=== design 1 ===
design_1/met1.png
Bar = 10 µm. Supply wires on this layer in grey.
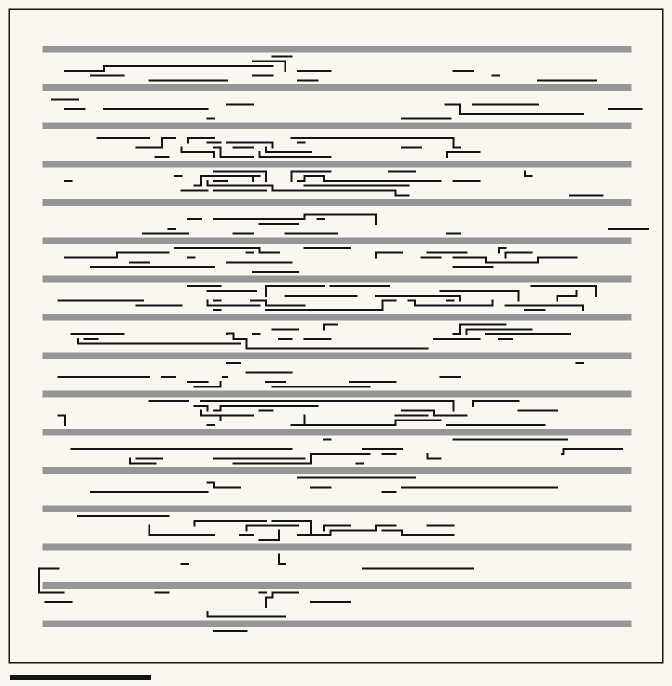

--- config.mk ---
export PLATFORM = sky130hd
export DESIGN_NAME = clockbuf
export DESIGN_NICKNAME = d
export VERILOG_FILES = /design/src/rtl/clockbuf_pkg.sv /design/src/rtl/clockbuf_rst_sync.sv /design/src/rtl/clockbuf.sv
export SDC_FILE = /design/constraint.sdc
export NUM_CORES = 1
export LEC_CHECK = 0
export CAP_MARGIN = 20
export CORE_MARGIN = 2
export CORE_UTILIZATION = 49
export CTS_BUF_LIST = sky130_fd_sc_hd__clkbuf_4 sky130_fd_sc_hd__clkbuf_8
export CTS_CLUSTER_SIZE = 16
export DETAILED_ROUTE_END_ITERATION = 7
export PLACE_DENSITY_LB_ADDON = 0.25
export REMOVE_ABC_BUFFERS = 1
export SYNTH_ARGS = -nofsm -noshare
export SYNTH_HDL_FRONTEND = slang
export SYNTH_SLANG_ARGS = --single-unit
--- constraint.sdc ---
create_clock -name mclk -period 1.66 [get_ports mclk]
set_clock_uncertainty 0.05 [all_clocks]
set_input_delay 0.332 -clock mclk [delete_from_list [all_inputs] [get_ports mclk]]
set_output_delay 0.332 -clock mclk [all_outputs]
set_load 0.05 [all_outputs]
--- src/rtl/clockbuf_pkg.sv ---
//==============================================================================
// Module : clockbuf_pkg
// Brief  : Default constants, counter type and helpers shared by clockbuf.
// Rev    : 1.0 - initial release
//==============================================================================
`default_nettype none

package clockbuf_pkg;

    localparam int c_div_default   = 4;
    localparam int c_cnt_w_default = 16;

    typedef logic [c_cnt_w_default-1:0] cnt_t;

    // Width of the half-period counter; at least one bit even when DIV == 2.
    function automatic int div_cnt_width(input int div);
        return ((div / 2) > 1) ? $clog2(div / 2) : 1;
    endfunction

endpackage

`default_nettype wire

--- src/rtl/clockbuf_rst_sync.sv ---
//==============================================================================
// Module : clockbuf_rst_sync
// Brief  : Reset synchronizer; asserts asynchronously, releases on the 2nd clk
//          rising edge after rst falls.
// Rev    : 1.0 - initial release
//==============================================================================
`default_nettype none

module clockbuf_rst_sync (
    input  logic clk,
    input  logic rst,
    output logic o_run
);

    logic [1:0] r_sync;

    always_ff @(posedge clk or posedge rst) begin
        if (rst) begin
            r_sync <= 2'b00;
        end else begin
            r_sync <= {r_sync[0], 1'b1};
        end
    end

    assign o_run = r_sync[1];

endmodule

`default_nettype wire

--- src/rtl/clockbuf.sv ---
//==============================================================================
// Module : clockbuf
// Brief  : Clock buffer with glitch-free gated copy, optional DIV divider
//          (built only when CLOCKBUF_DIV_EN is defined) and edge counter.
// Rev    : 1.0 - initial release
//==============================================================================
`default_nettype none

module clockbuf
    import clockbuf_pkg::*;
#(
    parameter int DIV   = c_div_default,
    parameter int CNT_W = c_cnt_w_default
) (
    input  logic             mclk,
    input  logic             rst,
    input  logic             en,
    output logic             bclk,
    output logic             bclk_g,
    output logic             bclk_div,
    output logic [CNT_W-1:0] cyc_cnt
);

    generate
        if ((DIV < 2) || ((DIV % 2) != 0)) begin : g_div_check
            $error("clockbuf: DIV must be even and at least 2");
        end
    endgenerate

    localparam logic [CNT_W-1:0] c_cnt_one = CNT_W'(1);

    logic             w_run;
    logic             r_en_q;
    logic [CNT_W-1:0] r_cyc_cnt;

    assign bclk = mclk;

    clockbuf_rst_sync u_rst_sync (
        .clk   (mclk),
        .rst   (rst),
        .o_run (w_run)
    );

    // Falling-edge capture keeps en_q stable for the whole high phase.
    always_ff @(negedge mclk or posedge rst) begin
        if (rst) begin
            r_en_q <= 1'b0;
        end else begin
            r_en_q <= en;
        end
    end

    assign bclk_g = mclk & r_en_q;

    always_ff @(posedge mclk or posedge rst) begin
        if (rst) begin
            r_cyc_cnt <= '0;
        end else if (w_run) begin
            r_cyc_cnt <= r_cyc_cnt + c_cnt_one;
        end
    end

    assign cyc_cnt = r_cyc_cnt;

`ifdef CLOCKBUF_DIV_EN
    localparam int              c_div_w    = div_cnt_width(DIV);
    localparam logic [c_div_w-1:0] c_div_last = c_div_w'((DIV / 2) - 1);
    localparam logic [c_div_w-1:0] c_div_one  = c_div_w'(1);

    logic [c_div_w-1:0] r_div_cnt;
    logic               r_div;

    always_ff @(posedge mclk or posedge rst) begin
        if (rst) begin
            r_div_cnt <= '0;
            r_div     <= 1'b0;
        end else if (w_run) begin
            if (r_div_cnt == c_div_last) begin
                r_div_cnt <= '0;
                r_div     <= ~r_div;
            end else begin
                r_div_cnt <= r_div_cnt + c_div_one;
            end
        end
    end

    assign bclk_div = r_div;
`else
    assign bclk_div = 1'b0;
`endif

endmodule

`default_nettype wire

=== design 2 ===
## config.mk

```make
export PLATFORM = sky130hd
export DESIGN_NAME = ones_frame_tx_flat
export DESIGN_NICKNAME = d
export VERILOG_FILES = /design/src/rtl/ones_frame_tx_if.sv /design/src/rtl/ones_frame_tx.sv /design/src/flat_wrapper.sv
export SDC_FILE = /design/constraint.sdc
export NUM_CORES = 1
export LEC_CHECK = 0
export CAP_MARGIN = 20
export CORE_MARGIN = 2
export CORE_UTILIZATION = 25
export DETAILED_ROUTE_END_ITERATION = 16
export GPL_ROUTABILITY_DRIVEN = 0
export GPL_TIMING_DRIVEN = 0
export PLACE_DENSITY = 0.42
export RECOVER_POWER = 25
export SKIP_CTS_REPAIR_TIMING = 1
export SLEW_MARGIN = 10
export SYNTH_ARGS = -nofsm -noshare
export SYNTH_HDL_FRONTEND = slang
export SYNTH_SLANG_ARGS = --single-unit
```

## constraint.sdc

```tcl
create_clock -name clk -period 3.2 [get_ports clk]
set_clock_uncertainty 0.1 [all_clocks]
set_input_delay 0.48 -clock clk [delete_from_list [all_inputs] [get_ports clk]]
set_output_delay 0.48 -clock clk [all_outputs]
set_load 0.01 [all_outputs]
```

## src/rtl/ones_frame_tx_if.sv

```systemverilog
// ones_frame_tx_if: request/response bundle for the thermometer frame
// transmitter.
//   start, count      : request side, driven by the producer (master)
//   ready             : transmitter idle, can take a request
//   frame [0:14]      : parallel thermometer frame of the last accepted count
//   sout, sout_valid  : serial bit stream, bit 0 first
//   done              : one-cycle pulse after the last serial bit
interface ones_frame_tx_if;
  logic        start;
  logic [3:0]  count;
  logic        ready;
  logic [0:14] frame;
  logic        sout;
  logic        sout_valid;
  logic        done;

  modport master (
    output start, count,
    input  ready, frame, sout, sout_valid, done
  );

  modport slave (
    input  start, count,
    output ready, frame, sout, sout_valid, done
  );
endinterface

```

## src/rtl/ones_frame_tx.sv

```systemverilog
// ones_frame_tx: encodes a 4-bit ones-count as a 15-bit thermometer frame
// (bits 0..count-1 set), holds it in a parallel register and shifts it out
// serially, bit 0 first. The far end recovers the count with a ones-counter.
//
// Ports:
//   clk   : rising-edge clock
//   rst_n : asynchronous active-low reset
//   bus   : ones_frame_tx_if.slave (start, count, ready, frame, sout,
//           sout_valid, done)
//
// Parameter IDLE_LEVEL: level on sout whenever sout_valid=0.
//
// Build option: define ONES_FRAME_PARITY_BIT_EN to append one even-parity
// bit (= count[0]) after bit 14; the frame period then grows from 17 to 18.
//
// state | meaning
// ------+---------------------------------------------------------------
// IDLE  | ready=1, waiting for start; frame holds the last accepted value
// SHIFT | sout_valid=1, sending frame[idx] (idx 15 = parity when enabled)
// DONE  | done=1 for one cycle, then back to IDLE
module ones_frame_tx #(
  parameter logic IDLE_LEVEL = 1'b0
) (
  input  logic       clk,
  input  logic       rst_n,
  ones_frame_tx_if.slave bus
);

  typedef enum logic [1:0] {IDLE, SHIFT, DONE} state_t;

`ifdef ONES_FRAME_PARITY_BIT_EN
  localparam logic [3:0] LAST_IDX = 4'd15;
`else
  localparam logic [3:0] LAST_IDX = 4'd14;
`endif

  state_t      state, state_nxt;
  logic [3:0]  idx, idx_nxt;
  logic [0:14] frame_q, frame_nxt;
  logic        ready_q, ready_nxt;
  logic        sout_q, sout_nxt;
  logic        valid_q, valid_nxt;
  logic        done_q, done_nxt;

  function automatic logic [0:14] thermo(input logic [3:0] c);
    logic [0:14] t;
    for (int i = 0; i < 15; i++) t[i] = (4'(i) < c);
    return t;
  endfunction

  // Index 15 exists only in the parity build; XOR of a thermometer frame
  // is count[0], which makes the 16-bit stream even parity.
  function automatic logic bit_at(input logic [0:14] f, input logic [3:0] i);
`ifdef ONES_FRAME_PARITY_BIT_EN
    if (i == 4'd15) return ^f;
`endif
    return f[i];
  endfunction

  always_comb begin
    state_nxt = state;
    idx_nxt   = idx;
    frame_nxt = frame_q;
    ready_nxt = 1'b0;
    sout_nxt  = IDLE_LEVEL;
    valid_nxt = 1'b0;
    done_nxt  = 1'b0;

    case (state)
      IDLE: begin
        if (bus.start) begin
          frame_nxt = thermo(bus.count);
          idx_nxt   = 4'd0;
          state_nxt = SHIFT;
        end
      end
      SHIFT: begin
        if (idx == LAST_IDX) state_nxt = DONE;
        else                 idx_nxt   = idx + 4'd1;
      end
      DONE:    state_nxt = IDLE;
      default: state_nxt = IDLE;
    endcase

    // Outputs are computed from the next state so they can be registered
    // without adding a cycle of latency.
    case (state_nxt)
      IDLE:  ready_nxt = 1'b1;
      SHIFT: begin
        valid_nxt = 1'b1;
        sout_nxt  = bit_at(frame_nxt, idx_nxt);
      end
      DONE:  done_nxt = 1'b1;
      default: ready_nxt = 1'b0;
    endcase
  end

  always_ff @(posedge clk or negedge rst_n) begin
    if (!rst_n) begin
      state   <= IDLE;
      idx     <= 4'd0;
      frame_q <= '0;
      ready_q <= 1'b1;
      sout_q  <= IDLE_LEVEL;
      valid_q <= 1'b0;
      done_q  <= 1'b0;
    end else begin
      state   <= state_nxt;
      idx     <= idx_nxt;
      frame_q <= frame_nxt;
      ready_q <= ready_nxt;
      sout_q  <= sout_nxt;
      valid_q <= valid_nxt;
      done_q  <= done_nxt;
    end
  end

  assign bus.ready      = ready_q;
  assign bus.frame      = frame_q;
  assign bus.sout       = sout_q;
  assign bus.sout_valid = valid_q;
  assign bus.done       = done_q;

endmodule
```

## src/flat_wrapper.sv

```systemverilog
// flat-port wrapper written by rule: the top's interface ports become plain ports
module ones_frame_tx_flat 
#(
  parameter logic IDLE_LEVEL = 1'b0
)
  (clk, rst_n, bus_start, bus_count, bus_ready, bus_frame, bus_sout, bus_sout_valid, bus_done);
  ones_frame_tx_if bus_i ();
  input  logic clk;
  input  logic rst_n;
  input wire logic [$bits(bus_i.start)-1:0] bus_start;
  input wire logic [$bits(bus_i.count)-1:0] bus_count;
  output wire logic [$bits(bus_i.ready)-1:0] bus_ready;
  output wire logic [$bits(bus_i.frame)-1:0] bus_frame;
  output wire logic [$bits(bus_i.sout)-1:0] bus_sout;
  output wire logic [$bits(bus_i.sout_valid)-1:0] bus_sout_valid;
  output wire logic [$bits(bus_i.done)-1:0] bus_done;
  assign bus_i.start = bus_start;
  assign bus_i.count = bus_count;
  assign bus_ready = bus_i.ready;
  assign bus_frame = bus_i.frame;
  assign bus_sout = bus_i.sout;
  assign bus_sout_valid = bus_i.sout_valid;
  assign bus_done = bus_i.done;
  ones_frame_tx #(.IDLE_LEVEL(IDLE_LEVEL)) u_core (.clk(clk), .rst_n(rst_n), .bus(bus_i));
endmodule
```

=== design 3 ===
$ cat src/rtl/muldiv_pkg.sv
// Shared types and constants for the iterative RV32M multiply/divide unit.
package muldiv_pkg;

   typedef enum logic [2:0] {
      OP_MUL    = 3'b000,
      OP_MULH   = 3'b001,
      OP_MULHSU = 3'b010,
      OP_MULHU  = 3'b011,
      OP_DIV    = 3'b100,
      OP_DIVU   = 3'b101,
      OP_REM    = 3'b110,
      OP_REMU   = 3'b111
   } muldiv_op_e;

   typedef enum logic [1:0] {
      ST_IDLE = 2'd0,
      ST_CALC = 2'd1,
      ST_FIX  = 2'd2,
      ST_DONE = 2'd3
   } muldiv_state_e;

   localparam logic [31:0] DIV0_QUOT = 32'hFFFF_FFFF;
   localparam logic [31:0] INT_MIN   = 32'h8000_0000;

endpackage

$ cat src/rtl/muldiv_operand_prep.sv
// Operand sign/magnitude extraction and divide special-case detection,
// evaluated on the request bus at accept time.
module muldiv_operand_prep
   import muldiv_pkg::*;
#(
   parameter int WIDTH = 32
) (
   input  logic [2:0]       funct3,
   input  logic [WIDTH-1:0] operand_a,
   input  logic [WIDTH-1:0] operand_b,
   output logic             sign_a,
   output logic             sign_b,
   output logic [WIDTH-1:0] mag_a,
   output logic [WIDTH-1:0] mag_b,
   output logic             special,
   output logic [WIDTH-1:0] special_result
);

   muldiv_op_e op;
   logic       signed_a;
   logic       signed_b;
   logic       is_div;
   logic       div_zero;
   logic       div_ovf;

   always_comb begin
      op       = muldiv_op_e'(funct3);
      signed_a = (op == OP_MULH) || (op == OP_MULHSU) || (op == OP_DIV) || (op == OP_REM);
      signed_b = (op == OP_MULH) || (op == OP_DIV) || (op == OP_REM);
      is_div   = funct3[2];

      sign_a = signed_a & operand_a[WIDTH-1];
      sign_b = signed_b & operand_b[WIDTH-1];
      // INT_MIN negates to itself, which is still the correct unsigned magnitude
      mag_a  = sign_a ? (~operand_a + 1'b1) : operand_a;
      mag_b  = sign_b ? (~operand_b + 1'b1) : operand_b;

      div_zero = is_div && (operand_b == '0);
      div_ovf  = ((op == OP_DIV) || (op == OP_REM)) &&
                 (operand_a == INT_MIN) && (operand_b == DIV0_QUOT);
      special  = div_zero | div_ovf;

      special_result = '0;
      if (div_zero) begin
         special_result = funct3[1] ? operand_a : DIV0_QUOT;
      end else if (div_ovf) begin
         special_result = funct3[1] ? '0 : INT_MIN;
      end
   end

endmodule

$ cat src/rtl/muldiv_sequencer.sv
// Multi-cycle RV32M unit: radix-2 shift-add multiply / restoring divide on
// magnitudes, followed by a one-cycle sign fix.
//
// state | meaning
// IDLE  | ready for a request
// CALC  | one radix-2 iteration per cycle, 32 cycles
// FIX   | sign correction and half select into o_result
// DONE  | o_valid held until i_ready
module muldiv_sequencer
   import muldiv_pkg::*;
#(
   parameter int WIDTH = 32
) (
   input  logic             i_clk,
   input  logic             i_rst_n,
   input  logic             i_valid,
   output logic             o_ready,
   input  logic [2:0]       i_funct3,
   input  logic [WIDTH-1:0] i_operand_a,
   input  logic [WIDTH-1:0] i_operand_b,
   input  logic             i_flush,
   output logic             o_valid,
   input  logic             i_ready,
   output logic [WIDTH-1:0] o_result
);

   localparam int CNT_W = $clog2(WIDTH) + 1;

   muldiv_state_e      state, state_next;
   logic [CNT_W-1:0]   count;
   muldiv_op_e         op;
   logic               sign_a_q, sign_b_q;
   logic [WIDTH-1:0]   mag_b_q;
   logic [2*WIDTH-1:0] work;
   logic [WIDTH-1:0]   result;

   logic               prep_sign_a, prep_sign_b, prep_special;
   logic [WIDTH-1:0]   prep_mag_a, prep_mag_b, prep_special_result;
   logic               accept;

   muldiv_operand_prep #(.WIDTH(WIDTH)) u_prep (
      .funct3         (i_funct3),
      .operand_a      (i_operand_a),
      .operand_b      (i_operand_b),
      .sign_a         (prep_sign_a),
      .sign_b         (prep_sign_b),
      .mag_a          (prep_mag_a),
      .mag_b          (prep_mag_b),
      .special        (prep_special),
      .special_result (prep_special_result)
   );

   assign accept = i_valid && o_ready && !i_flush;

   always_ff @(posedge i_clk or negedge i_rst_n) begin
      if (!i_rst_n) state <= ST_IDLE;
      else          state <= state_next;
   end

   always_comb begin
      state_next = state;
      o_ready    = (state == ST_IDLE);
      o_valid    = (state == ST_DONE);
      case (state)
         ST_IDLE: if (accept) state_next = prep_special ? ST_DONE : ST_CALC;
         ST_CALC: if (count == CNT_W'(WIDTH-1)) state_next = ST_FIX;
         ST_FIX:  state_next = ST_DONE;
         ST_DONE: if (i_ready) state_next = ST_IDLE;
         default: state_next = ST_IDLE;
      endcase
      if (i_flush) state_next = ST_IDLE;
   end

   // Iteration datapath
   logic [WIDTH:0]     mul_sum;
   logic [2*WIDTH-1:0] mul_next;
   logic [WIDTH:0]     div_shift;
   logic [WIDTH:0]     div_diff;
   logic               div_ge;
   logic [2*WIDTH-1:0] div_next;

   always_comb begin
      mul_sum  = {1'b0, work[2*WIDTH-1:WIDTH]} + (work[0] ? {1'b0, mag_b_q} : '0);
      mul_next = {mul_sum, work[WIDTH-1:1]};

      div_shift = work[2*WIDTH-1:WIDTH-1];
      div_diff  = div_shift - {1'b0, mag_b_q};
      // a set MSB in the shifted remainder already exceeds any 32-bit divisor
      div_ge    = div_shift[WIDTH] | ~div_diff[WIDTH];
      div_next  = div_ge ? {div_diff[WIDTH-1:0], work[WIDTH-2:0], 1'b1}
                         : {div_shift[WIDTH-1:0], work[WIDTH-2:0], 1'b0};
   end

   logic [2*WIDTH-1:0] prod_fix;
   logic [WIDTH-1:0]   quot_fix, rem_fix, fix_result;

   always_comb begin
      prod_fix = (sign_a_q ^ sign_b_q) ? (~work + 1'b1) : work;
      quot_fix = (sign_a_q ^ sign_b_q) ? (~work[WIDTH-1:0] + 1'b1) : work[WIDTH-1:0];
      rem_fix  = sign_a_q ? (~work[2*WIDTH-1:WIDTH] + 1'b1) : work[2*WIDTH-1:WIDTH];
      case (op)
         OP_MUL:                      fix_result = prod_fix[WIDTH-1:0];
         OP_MULH, OP_MULHSU, OP_MULHU: fix_result = prod_fix[2*WIDTH-1:WIDTH];
         OP_DIV, OP_DIVU:             fix_result = quot_fix;
         default:                     fix_result = rem_fix;
      endcase
   end

   always_ff @(posedge i_clk or negedge i_rst_n) begin
      if (!i_rst_n) begin
         count    <= '0;
         op       <= OP_MUL;
         sign_a_q <= 1'b0;
         sign_b_q <= 1'b0;
         mag_b_q  <= '0;
         work     <= '0;
         result   <= '0;
      end else begin
         case (state)
            ST_IDLE: if (accept) begin
               op       <= muldiv_op_e'(i_funct3);
               sign_a_q <= prep_sign_a;
               sign_b_q <= prep_sign_b;
               mag_b_q  <= prep_mag_b;
               count    <= '0;
               // both engines start with |a| in the low half and zero above
               work     <= {{WIDTH{1'b0}}, prep_mag_a};
               if (prep_special) result <= prep_special_result;
            end
            ST_CALC: begin
               count <= count + 1'b1;
               work  <= op[2] ? div_next : mul_next;
            end
            ST_FIX:  result <= fix_result;
            default: ;
         endcase
      end
   end

   assign o_result = result;

endmodule

$ cat config.mk
export PLATFORM = sky130hd
export DESIGN_NAME = muldiv_sequencer
export DESIGN_NICKNAME = d
export VERILOG_FILES = /design/src/rtl/muldiv_pkg.sv /design/src/rtl/muldiv_operand_prep.sv /design/src/rtl/muldiv_sequencer.sv
export SDC_FILE = /design/constraint.sdc
export NUM_CORES = 1
export LEC_CHECK = 0
export CORE_ASPECT_RATIO = 1.2
export CORE_UTILIZATION = 45
export DETAILED_ROUTE_END_ITERATION = 8
export GPL_TIMING_DRIVEN = 0
export PLACE_DENSITY = 0.66
export SLEW_MARGIN = 20
export SYNTH_ARGS = -nofsm -noshare
export SYNTH_HDL_FRONTEND = slang
export SYNTH_SLANG_ARGS = --single-unit
$ cat constraint.sdc
create_clock -name i_clk -period 3.2 [get_ports i_clk]
set_input_delay 0.64 -clock i_clk [delete_from_list [all_inputs] [get_ports i_clk]]
set_output_delay 0.64 -clock i_clk [all_outputs]
set_load 0.005 [all_outputs]
=== design 4 ===
--- src/rtl/muldiv_sequencer.sv ---
// rtl/muldiv_sequencer.sv - HI/LO multiply/divide sequencer for the MIPS execute stage
// Defining MULDIV_FAST_MULT_EN selects a single-cycle multiplier instead of 32-step shift-add.
module muldiv_sequencer (
  input  logic        clk,
  input  logic        reset,
  input  logic        start_i,
  input  logic [2:0]  op_i,
  input  logic [31:0] rs_i,
  input  logic [31:0] rt_i,
  input  logic        read_hilo_i,
  output logic [31:0] hi_o,
  output logic [31:0] lo_o,
  output logic        busy_o,
  output logic        done_o,
  output logic        stall_o
);
  typedef enum logic [1:0] {S_IDLE, S_MUL, S_DIV, S_FIX} state_t;

  state_t      r_state, w_next_state;
  logic        r_done, w_done_next;
  logic [31:0] r_hi, r_lo;
  // r_acc: partial remainder or product high half; r_shf: dividend/quotient or multiplier/product low half
  logic [31:0] r_acc, r_shf, r_opb;
  logic [4:0]  r_cnt;
  logic        r_neg_q, r_neg_r, r_is_div, r_div0;
  logic        w_accept, w_signed, w_last, w_dfits;
  logic [31:0] w_mag_a, w_mag_b, w_ddiff;
  logic [32:0] w_dshift;
`ifdef MULDIV_FAST_MULT_EN
  logic        r_signed;
  logic [63:0] w_ea, w_eb, w_fprod;
`else
  logic [32:0] w_msum;
`endif

  assign w_accept = start_i & (r_state == S_IDLE);
  assign w_signed = (op_i == 3'd0) | (op_i == 3'd2);
  assign w_mag_a  = (w_signed & rs_i[31]) ? -rs_i : rs_i;
  assign w_mag_b  = (w_signed & rt_i[31]) ? -rt_i : rt_i;
  assign w_last   = (r_cnt == 5'd31);

  assign w_dshift = {r_acc, r_shf[31]};
  assign w_dfits  = (w_dshift >= {1'b0, r_opb});
  assign w_ddiff  = w_dshift[31:0] - r_opb;

`ifdef MULDIV_FAST_MULT_EN
  assign w_ea = r_signed ? {{32{r_shf[31]}}, r_shf} : {32'd0, r_shf};
  assign w_eb = r_signed ? {{32{r_opb[31]}}, r_opb} : {32'd0, r_opb};
  always_comb begin
    if (r_signed) w_fprod = $signed(w_ea) * $signed(w_eb);
    else          w_fprod = w_ea * w_eb;
  end
`else
  assign w_msum = {1'b0, r_acc} + (r_shf[0] ? {1'b0, r_opb} : 33'd0);
`endif

  always_ff @(posedge clk) begin
    if (reset) begin
      r_state <= S_IDLE;
      r_done  <= 1'b0;
    end else begin
      r_state <= w_next_state;
      r_done  <= w_done_next;
    end
  end

  always_comb begin
    w_next_state = r_state;
    w_done_next  = 1'b0;
    case (r_state)
      S_IDLE: begin
        if (w_accept) begin
          case (op_i)
            3'd0, 3'd1: w_next_state = S_MUL;
            3'd2, 3'd3: w_next_state = S_DIV;
            3'd4, 3'd5: w_done_next  = 1'b1;
            default:    w_next_state = S_IDLE;
          endcase
        end
      end
      S_MUL: begin
`ifdef MULDIV_FAST_MULT_EN
        w_next_state = S_IDLE;
        w_done_next  = 1'b1;
`else
        if (w_last) w_next_state = S_FIX;
`endif
      end
      S_DIV: if (w_last) w_next_state = S_FIX;
      S_FIX: begin
        w_next_state = S_IDLE;
        w_done_next  = 1'b1;
      end
      default: w_next_state = S_IDLE;
    endcase
  end

  always_ff @(posedge clk) begin
    if (reset) begin
      r_hi     <= 32'd0;
      r_lo     <= 32'd0;
      r_acc    <= 32'd0;
      r_shf    <= 32'd0;
      r_opb    <= 32'd0;
      r_cnt    <= 5'd0;
      r_neg_q  <= 1'b0;
      r_neg_r  <= 1'b0;
      r_is_div <= 1'b0;
      r_div0   <= 1'b0;
`ifdef MULDIV_FAST_MULT_EN
      r_signed <= 1'b0;
`endif
    end else begin
      case (r_state)
        S_IDLE: begin
          if (w_accept) begin
            case (op_i)
              3'd4: r_hi <= rs_i;
              3'd5: r_lo <= rs_i;
              3'd0, 3'd1, 3'd2, 3'd3: begin
                r_cnt    <= 5'd0;
                r_acc    <= 32'd0;
                r_shf    <= w_mag_a;
                r_opb    <= w_mag_b;
                r_neg_q  <= w_signed & (rs_i[31] ^ rt_i[31]);
                r_neg_r  <= w_signed & rs_i[31];
                r_is_div <= op_i[1];
                r_div0   <= (rt_i == 32'd0);
`ifdef MULDIV_FAST_MULT_EN
                r_signed <= ~op_i[0];
                if (!op_i[1]) begin
                  r_shf <= rs_i;
                  r_opb <= rt_i;
                end
`endif
              end
              default: ;
            endcase
          end
        end
        S_MUL: begin
`ifdef MULDIV_FAST_MULT_EN
          {r_hi, r_lo} <= w_fprod;
`else
          {r_acc, r_shf} <= {w_msum, r_shf[31:1]};
          r_cnt          <= r_cnt + 5'd1;
`endif
        end
        S_DIV: begin
          r_acc <= w_dfits ? w_ddiff : w_dshift[31:0];
          r_shf <= {r_shf[30:0], w_dfits};
          r_cnt <= r_cnt + 5'd1;
        end
        S_FIX: begin
          // With a zero divisor every step "fits", so r_acc ends as |rs| and the sign fix restores raw rs.
          if (r_is_div) begin
            r_lo <= r_div0 ? 32'hFFFF_FFFF : (r_neg_q ? -r_shf : r_shf);
            r_hi <= r_neg_r ? -r_acc : r_acc;
          end else begin
            {r_hi, r_lo} <= r_neg_q ? -{r_acc, r_shf} : {r_acc, r_shf};
          end
        end
        default: ;
      endcase
    end
  end

  assign hi_o    = r_hi;
  assign lo_o    = r_lo;
  assign busy_o  = (r_state != S_IDLE);
  assign done_o  = r_done;
  assign stall_o = busy_o & (start_i | read_hilo_i);
endmodule

--- config.mk ---
export PLATFORM = sky130hd
export DESIGN_NAME = muldiv_sequencer
export DESIGN_NICKNAME = d
export VERILOG_FILES = /design/src/rtl/muldiv_sequencer.sv
export SDC_FILE = /design/constraint.sdc
export NUM_CORES = 1
export LEC_CHECK = 0
export CAP_MARGIN = 10
export CORE_ASPECT_RATIO = 1.2
export CORE_MARGIN = 1
export CORE_UTILIZATION = 36
export CTS_BUF_LIST = sky130_fd_sc_hd__clkbuf_8
export DETAILED_ROUTE_END_ITERATION = 6
export PLACE_DENSITY = 0.54
export SLEW_MARGIN = 10
export SYNTH_ARGS = -nofsm -noshare
export SYNTH_HDL_FRONTEND = slang
export SYNTH_SLANG_ARGS = --single-unit
export TNS_END_PERCENT = 100
--- constraint.sdc ---
create_clock -name clk -period 6.6 [get_ports clk]
set_input_delay 0.66 -clock clk [delete_from_list [all_inputs] [get_ports clk]]
set_output_delay 0.66 -clock clk [all_outputs]
set_load 0.03 [all_outputs]
design_2/met2.png
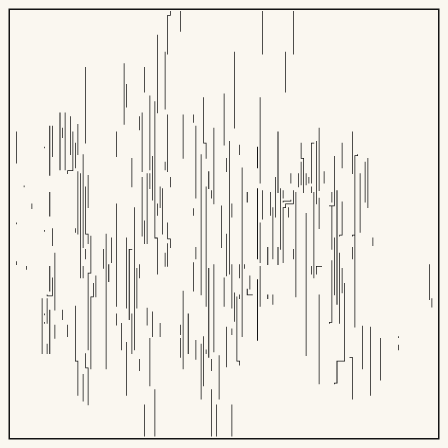
wire length on this layer = 1530 µm
share of all routed wire = 47%
nets with wire on the layer = 139
longest straight run = 30.8 µm

design_2/met3.png
Bar = 20 µm. Cells faint in the background.
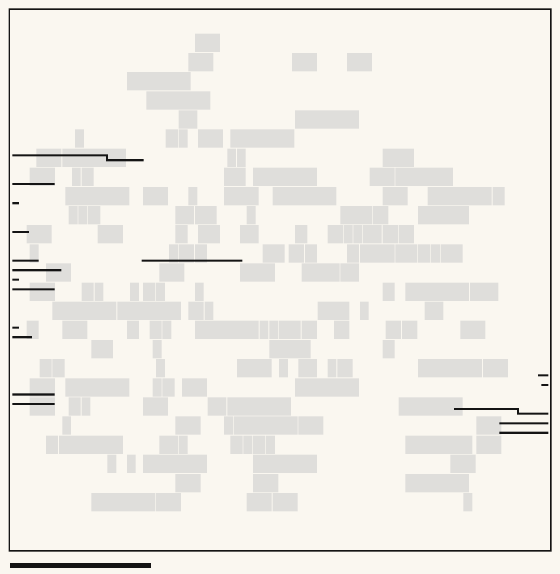
nets with wire on the layer = 17
longest straight run = 14.0 µm
final wirelength: 3.28 mm
global-route met3 utilization: 2.00%
vias post-DR: 1046

==> flow_summary.toml, design 2 <==
# synthesis and place-and-route metrics
[synth]
ys_cells = 131
syn_nets = 140
ys_area_mm2 = 0.00132
async_reset_ff_share_pct = 100
ys_sh_aoi_pct = 20.8
logic_family = "AND-OR/OR-AND gates"
simple_gate_share_pct = 17.9
topCellsByArea = "dfrtp_1 45%, mux2i_1 5.3%, nand2_1 4.5%"
ys.flop_type = "dfrtp_1"
top_cell_area_share_pct = 45.4
yosysWarnings = 0

[placed_design]
post-place-cells = 225
dp_slack_ps = 600

[final_timing]
period_used_pct = 74.7
fin_crit_ps = 2390
setup_slack_ps = 810
whs_ps = 415
setup_viol = 0
slew_violations = 0

[cells_and_area]
layout.non_clock_buffers = 31
drive_gt1_share_pct = 10.1
num-nets-final = 169
fillers = 549
seq_area_um2 = 627
clkCellAreaFrac_pct = 2.97
num-multi-input-gates = 93
area_delta_synth_final_pct = 27.2
num-clock-buffers = 3
final_cells = 229

[route]
vias_per_cell = 4.57
drt_iter0_drc = 35
ant_nets = 0

[cts]
cts.sinks = 25
cts_tree = "yes"
cts_buffers = 3

[global_routing]
grt_pass1_wl_mm = 5.72
grt_start_max_net_pins = 17
antenna_found_initial = 0
grt_pass1_vias = 1129

[worst_setup_path]
cp-end-kind = "register"

[floorplanning]
core_mm2 = 0.00511

[run_status]
status = "completed"

[run]
maxCapViolCount = 0

[power]
comb_power_share_pct = 56.7
power.density_mw_per_mm2 = 1060
[design 2: logic make-up after synthesis]
group                    Yosys count
AND-OR/OR-AND                     38
multiplexers                       8
XOR/XNOR                           1
adder cells (fa/ha/maj)            2
flip-flops                        25
buffers and inverters             13
AND/OR/NAND/NOR                   44
[design 2: worst paths after layout]
check                                              start                               to  slack (ps)
max                              u_core.idx[0]$_DFF_PN0_        u_core.bus.sout$_DFF_PN0_         810
min                        u_core.bus.frame[8]$_DFF_PN0_    u_core.bus.frame[8]$_DFF_PN0_         420
max reg2reg                      u_core.idx[0]$_DFF_PN0_        u_core.bus.sout$_DFF_PN0_         810
min reg2reg                u_core.bus.frame[8]$_DFF_PN0_    u_core.bus.frame[8]$_DFF_PN0_         420
max in group asynchronous                          rst_n    u_core.bus.frame[1]$_DFF_PN0_        1320
min in group asynchronous                          rst_n  u_core.bus.sout_valid$_DFF_PN0_         470
[design 2: critical path: cells and delay by family, from the launching register on]
kind	cells	cell delay (ps)
simple gates	1	170
buf+inv	1	70
fa+ha+maj	1	230
flops	1	470
compound gates	4	1060
mux	1	160
design_3/met1.png
Bar = 50 µm. Supply wires on this layer in grey.
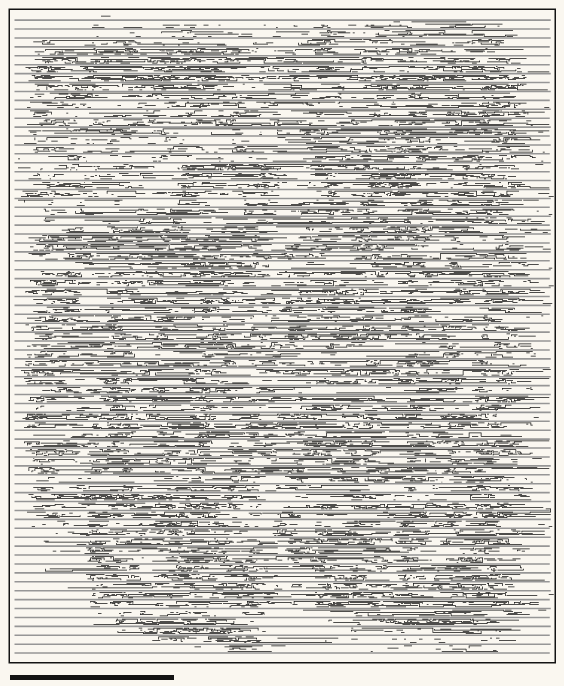
share of all routed wire = 38%
nets with wire on the layer = 2128
final wirelength: 62.8 mm
met1 Use GR: 43.2%
vias post-DR: 16300

==> flow_summary.toml, design 3 <==
# synthesis and place-and-route metrics
[run_status]
status = "finished with violations"
violations = "DRC, setup timing"

[synth]
synthTopCellsByCount = "222 x o21ai_0, 216 x nand2_1, 183 x nor2_1"
mux_area_share_pct = 2.90
ys_types = 85
ys_sh_aoi_pct = 28.3
yosysWarnings = 0
syn_inst = 1952

[cells_and_area]
area_delta_synth_final_pct = 24.0
final_layout_top_logic_cells = "213 x nand2_1, 202 x o21ai_0, 174 x nor2_1, 126 x a21oi_1, 126 x dfrtp_1"
drive_gt1_share_pct = 13.7
num-nets-final = 2267
final_cells = 2533

[route]
vias_per_cell = 6.45
drc = 11

[placed_design]
place_congestion = 1.02
dp_slack_ps = -1650
dp_hpwl_mm = 48.3

[global_routing]
grt_start_max_net_pins = 95
gr-usage-met3_pct = 4.74

[worst_setup_path]
critPathLaunch = "work[7]$_DFFE_PN0P_"
cp-end-kind = "register"
r2r_slack_ps = -100
crit_path_cell_trace = "buf_6 -> or4_4 -> or3_4 -> nor3_4 -> nand2_4 -> buf_6 -> nor2_4 -> a21oi_2 -> xor2_1 -> a222oi_1 -> o21ai_1"
cp_common_cell = "buf_6"

[final_timing]
setup-tns-final_ps = -234
setup_slack_ps = -104
setup_viol = 5

[power]
power.group.top = "combinational logic"
p_seq_w = 0.00364
vdd_drop_max_mv = 0.658
p_leak_nw = 7.33

[floorplanning]
core_mm2 = 0.0315

[run]
maxCapViolCount = 0
## design 3: kinds of logic (layout without fill, tap and decap cells)
group / count (synthesis) / in the layout
flops: 141 / 141
buf+inv: 204 / 384
compound gates: 654 / 654
xor+xnor: 177 / 177
fa+ha+maj: 76 / 76
mux: 42 / 42
simple gates: 658 / 658
## design 3: state kept, by name (all words and copies together), names as in the netlist
signal    cells
sign_b_q      1
sign_a_q      1
op            3
mag_b_q      32
state         2
count         6
work         64
o_result     32
## design 3: worst max-delay path, delay by kind of cell (launching register included)
family | cells | cell delay (ps)
buffers and inverters | 2 | 290
XOR/XNOR | 1 | 190
AND/OR/NAND/NOR | 5 | 1500
AND-OR/OR-AND | 3 | 810
flip-flops | 1 | 370
## design 3: final cells by class
cell class                 instances  area, µm²  share of cell area (%)
timing repair buffer             160       1540                    8.54
inverter                          68        260                    1.44
buffer                           124        643                    3.57
sequential                       141       3550                    19.7
multi-input combinational       1607      11000                    60.9
clock buffer                      17        425                    2.36
tap                              401        502                    2.78
clock inverter                    15        143                   0.791
## design 3: timing repair
item                                    in CTS  in global routing
buffers inserted                            28                 23
cloned                                       3                  0
endpoints found under the setup margin      83                 75
pin swaps                                   26                 50
resized                                    135                162
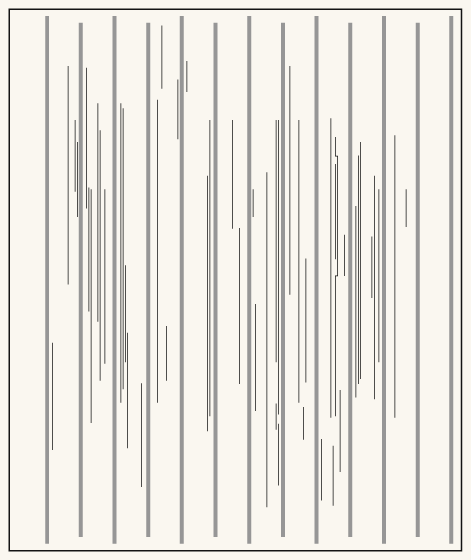
design_4/met4.png
Supply wires on this layer in grey.
wire length on this layer = 3190 µm
share of all routed wire = 6.2%

==> flow_summary.toml, design 4 <==
# synthesis and place-and-route metrics
[run_status]
status = "completed"

[global_routing]
use_met1_pct = 31.5
antenna_found_initial = 0
gr-usage-met3_pct = 3.57

[cells_and_area]
clkCellAreaFrac_pct = 2.57
final_layout_top_logic_cells = "212 x nor2_1, 199 x a21oi_1, 189 x nand2_1, 172 x dfxtp_1, 136 x clkdlybuf4s50_1"
layout_top_cell = "nor2_1"
area_delta_synth_final_pct = 14.7
fin_util_pct = 42.1
diodes = 0
flop-count = 172
num-multi-input-gates = 1515

[placed_design]
place_congestion = 0.906
io_buffers = 137
postPlaceCellArea_mm2 = 0.0156
post-place-cells = 2386
dp_hpwl_mm = 39.6

[final_timing]
setup-tns-final_ps = 0
hold_viol_final = 0

[cts]
post_cts_resized = 0
clk_latency_ps = 510
cts.htree.levels = 4

[hold_path]
worstHoldPathType = "reg2reg"
hp-start = "lo_o[17]$_SDFFE_PP0P_"

[floorplanning]
num_tap_cells = 480
die_h_um = 218
num_rows = 78

[power]
power.group.top = "sequential cells"
vdd_drop_max_mv = 0.119
power.density_mw_per_mm2 = 176

[worst_setup_path]
cp-end-kind = "register"
critPathLaunch = "r_shf[0]$_SDFFE_PP0P_"
critPathBufInv = 1
endpoint = "r_acc[31]$_SDFFE_PP0P_"

[synth]
ys_sh_xor_pct = 10.4
async_reset_ff_share_pct = 0
logic_family = "AND-OR/OR-AND gates"

[run]
maxCapViolCount = 0

[route]
drt_iter0_drc = 1006
## design 4: cell usage after synthesis (5+ instances only)
library cell / instances / area, µm²
a211oi_1: 67 / 503
a21o_1: 22 / 165
a21oi_1: 200 / 1000
a22o_1: 10 / 87.6
a22oi_1: 36 / 270
a311oi_1: 9 / 78.8
a31oi_1: 11 / 68.8
and2_1: 11 / 68.8
and3_1: 13 / 81.3
buf_1: 11 / 41.3
buf_2: 5 / 25.0
clkbuf_1: 107 / 402
dfxtp_1: 172 / 3440
ha_1: 75 / 938
inv_1: 68 / 255
mux2i_1: 31 / 310
nand2_1: 189 / 709
nand2b_1: 14 / 87.6
nand3_1: 29 / 145
nand4_1: 7 / 43.8
nor2_1: 215 / 807
nor2b_1: 13 / 81.3
nor3_1: 29 / 145
nor4_1: 14 / 87.6
o211ai_1: 34 / 255
o21a_1: 14 / 105
o21ai_0: 115 / 576
o21bai_1: 10 / 75.1
o221ai_1: 28 / 245
o31ai_1: 25 / 188
o41ai_1: 11 / 96.3
or2_2: 7 / 43.8
or3_1: 19 / 119
or4_1: 9 / 67.6
or4_4: 5 / 56.3
xnor2_1: 91 / 797
xor2_1: 75 / 657
design_1/met2.png
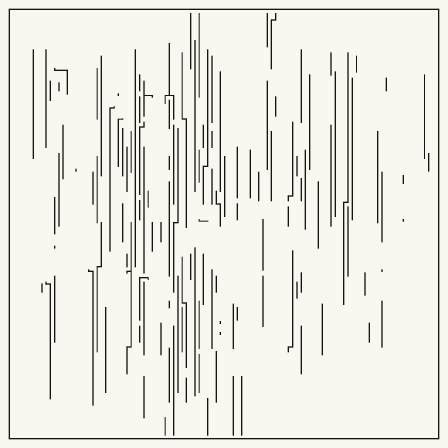
share of all routed wire = 51%
longest straight run = 23.5 µm
final wirelength: 1.61 mm
M2 GR Usage: 25.0%
vias post-DR: 605

design_1/gate_families.png
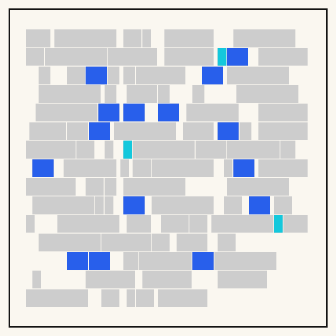
blue -> XOR/XNOR gates  # cells 15, most used xor2_1
cyan -> inverters  # cells 3, most used inv_1
fraction of area in multi-input gates: 28.3%
final cell count without fillers: 123

Notes on design_1/met1.png above:
nets with wire on the layer = 82
longest straight run = 17.9 µm
main direction = horizontal
share of all routed wire = 42%
wire length on this layer = 671 µm
met1 Use GR: 24.3%

==> flow_summary.toml, design 1 <==
# synthesis and place-and-route metrics
[placed_design]
place_congestion = 0.703

[global_routing]
antenna_found_initial = 0

[power]
intPower_w = 0.00127

[synth]
ys_area_um2 = 877
adder_share_pct = 1.43
ys_sh_aoi_pct = 0

[run_status]
status = "finished with violations"
violations = "setup timing"

[worst_setup_path]
crit_family = "flip-flops"
crit_slowest_cell = "dfrtn_1"
r2r_slack_ps = 220

[cells_and_area]
num-multi-input-gates = 44
buf_share_pct = 26.3
clkCellAreaFrac_pct = 6.57
seq_area_um2 = 475

[final_timing]
setup_slack_ps = -658
setup_viol = 2

[run]
maxCapViolCount = 0

[cts]
post_cts_resized = 14
cts_setup_buffers = 0
## design 1: layer usage
| metal | global-route usage [%] | vias up | wire length [µm] |
|---|---|---|---|
| met5 | 0 | - | 0 |
| met4 | 25.1 | 0 | 53 |
| met1 | 24.3 | 293 | 671 |
| met2 | 25.0 | 18 | 818 |
| met3 | 6.67 | 6 | 66 |
| li1 | - | 288 | - |
## design 1: worst reg2reg max path, delay by kind of cell (launching register included)
kind | cells | cell delay, ps
DFF | 1 | 560
and+or+nand+nor | 2 | 590
xor gates and xnor gates | 1 | 180
## design 1: cell usage after synthesis (all sizes together)
library cell / n / area, µm²
dfrtp: 18 / 450
xor2: 10 / 87.6
nand4: 5 / 67.6
xnor2: 5 / 43.8
nand2: 4 / 15.0
nand3: 4 / 25.0
nor3: 4 / 20.0
nor4: 4 / 67.6
inv: 3 / 11.3
nor2: 3 / 11.3
buf: 2 / 15.0
conb: 2 / 7.51
and2: 1 / 6.26
dfrtn: 1 / 25.0
ha: 1 / 12.5
mux2: 1 / 11.3
## design 1: state kept, by name (all words and copies together), names as in the netlist
| register | flops |
|---|---|
| u_rst_sync.r_sync | 2 |
| cyc_cnt | 16 |
| r_en_q | 1 |


==> gallery <==
Clock routing.
Plate I
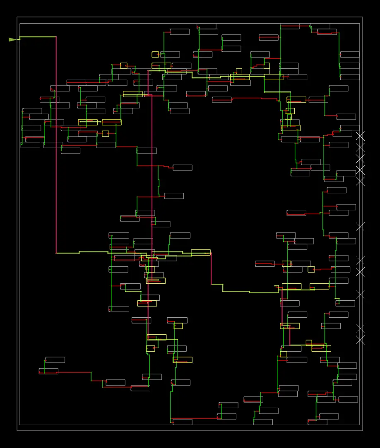
Plate II
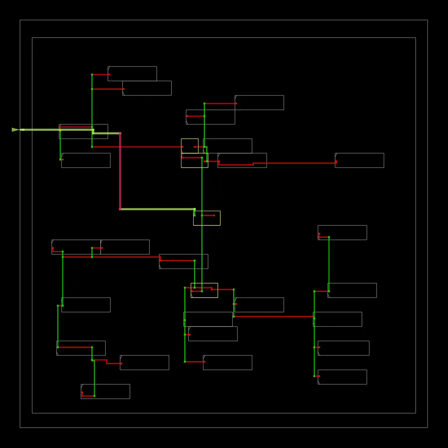
Plate III
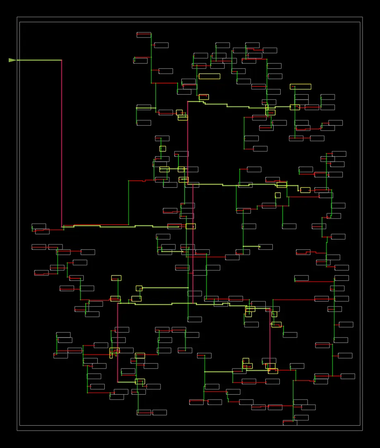
Plate IV
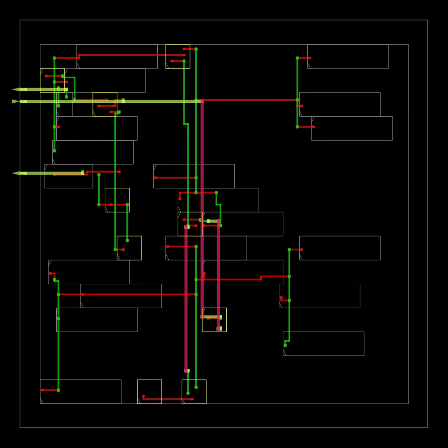
- most sequential cells: Plate III
Plate I: design 3
Plate III: design 4
Plate II: design 2
Plate IV: design 1


## Gallery

Signal wires on met3.
panel A
Bar = 10 µm. Cells faint in the background.
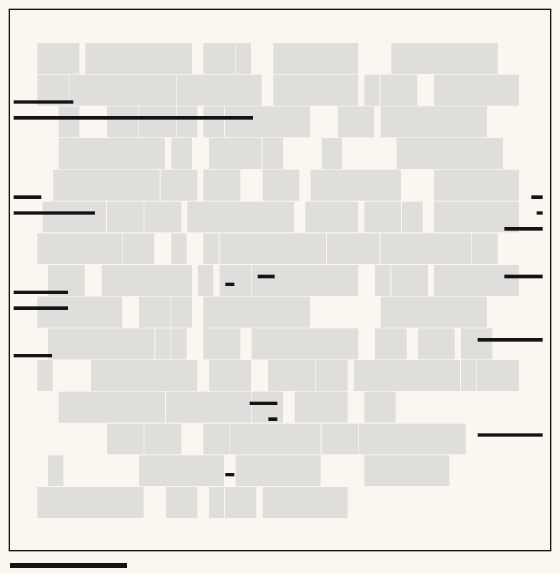
panel B
Bar = 50 µm. Cells faint in the background.
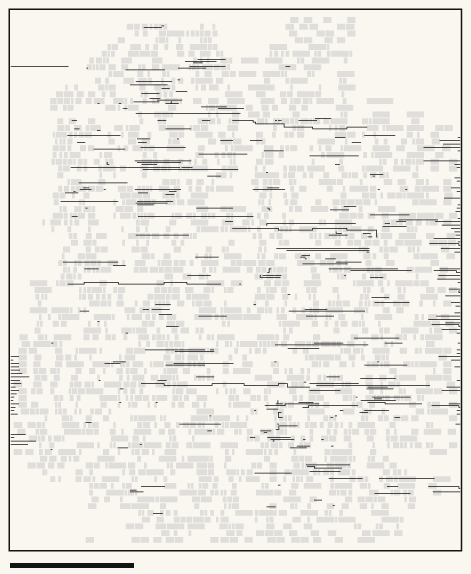
panel C
Bar = 50 µm. Cells faint in the background.
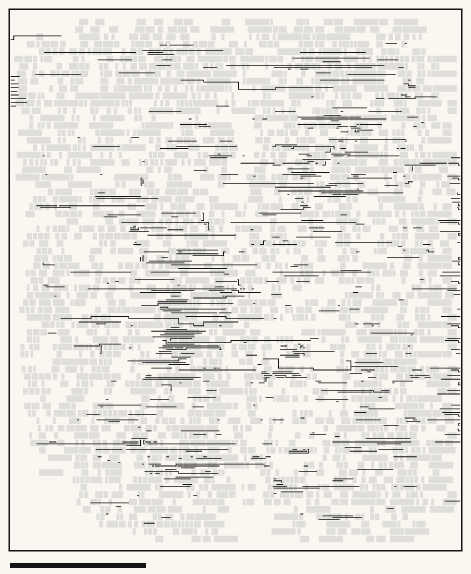
The one with the largest die is panel B.
- panel C = design 3
- panel B = design 4
- panel A = design 1

Key to panel C:
nets with wire on the layer = 320
wire length on this layer = 3890 µm

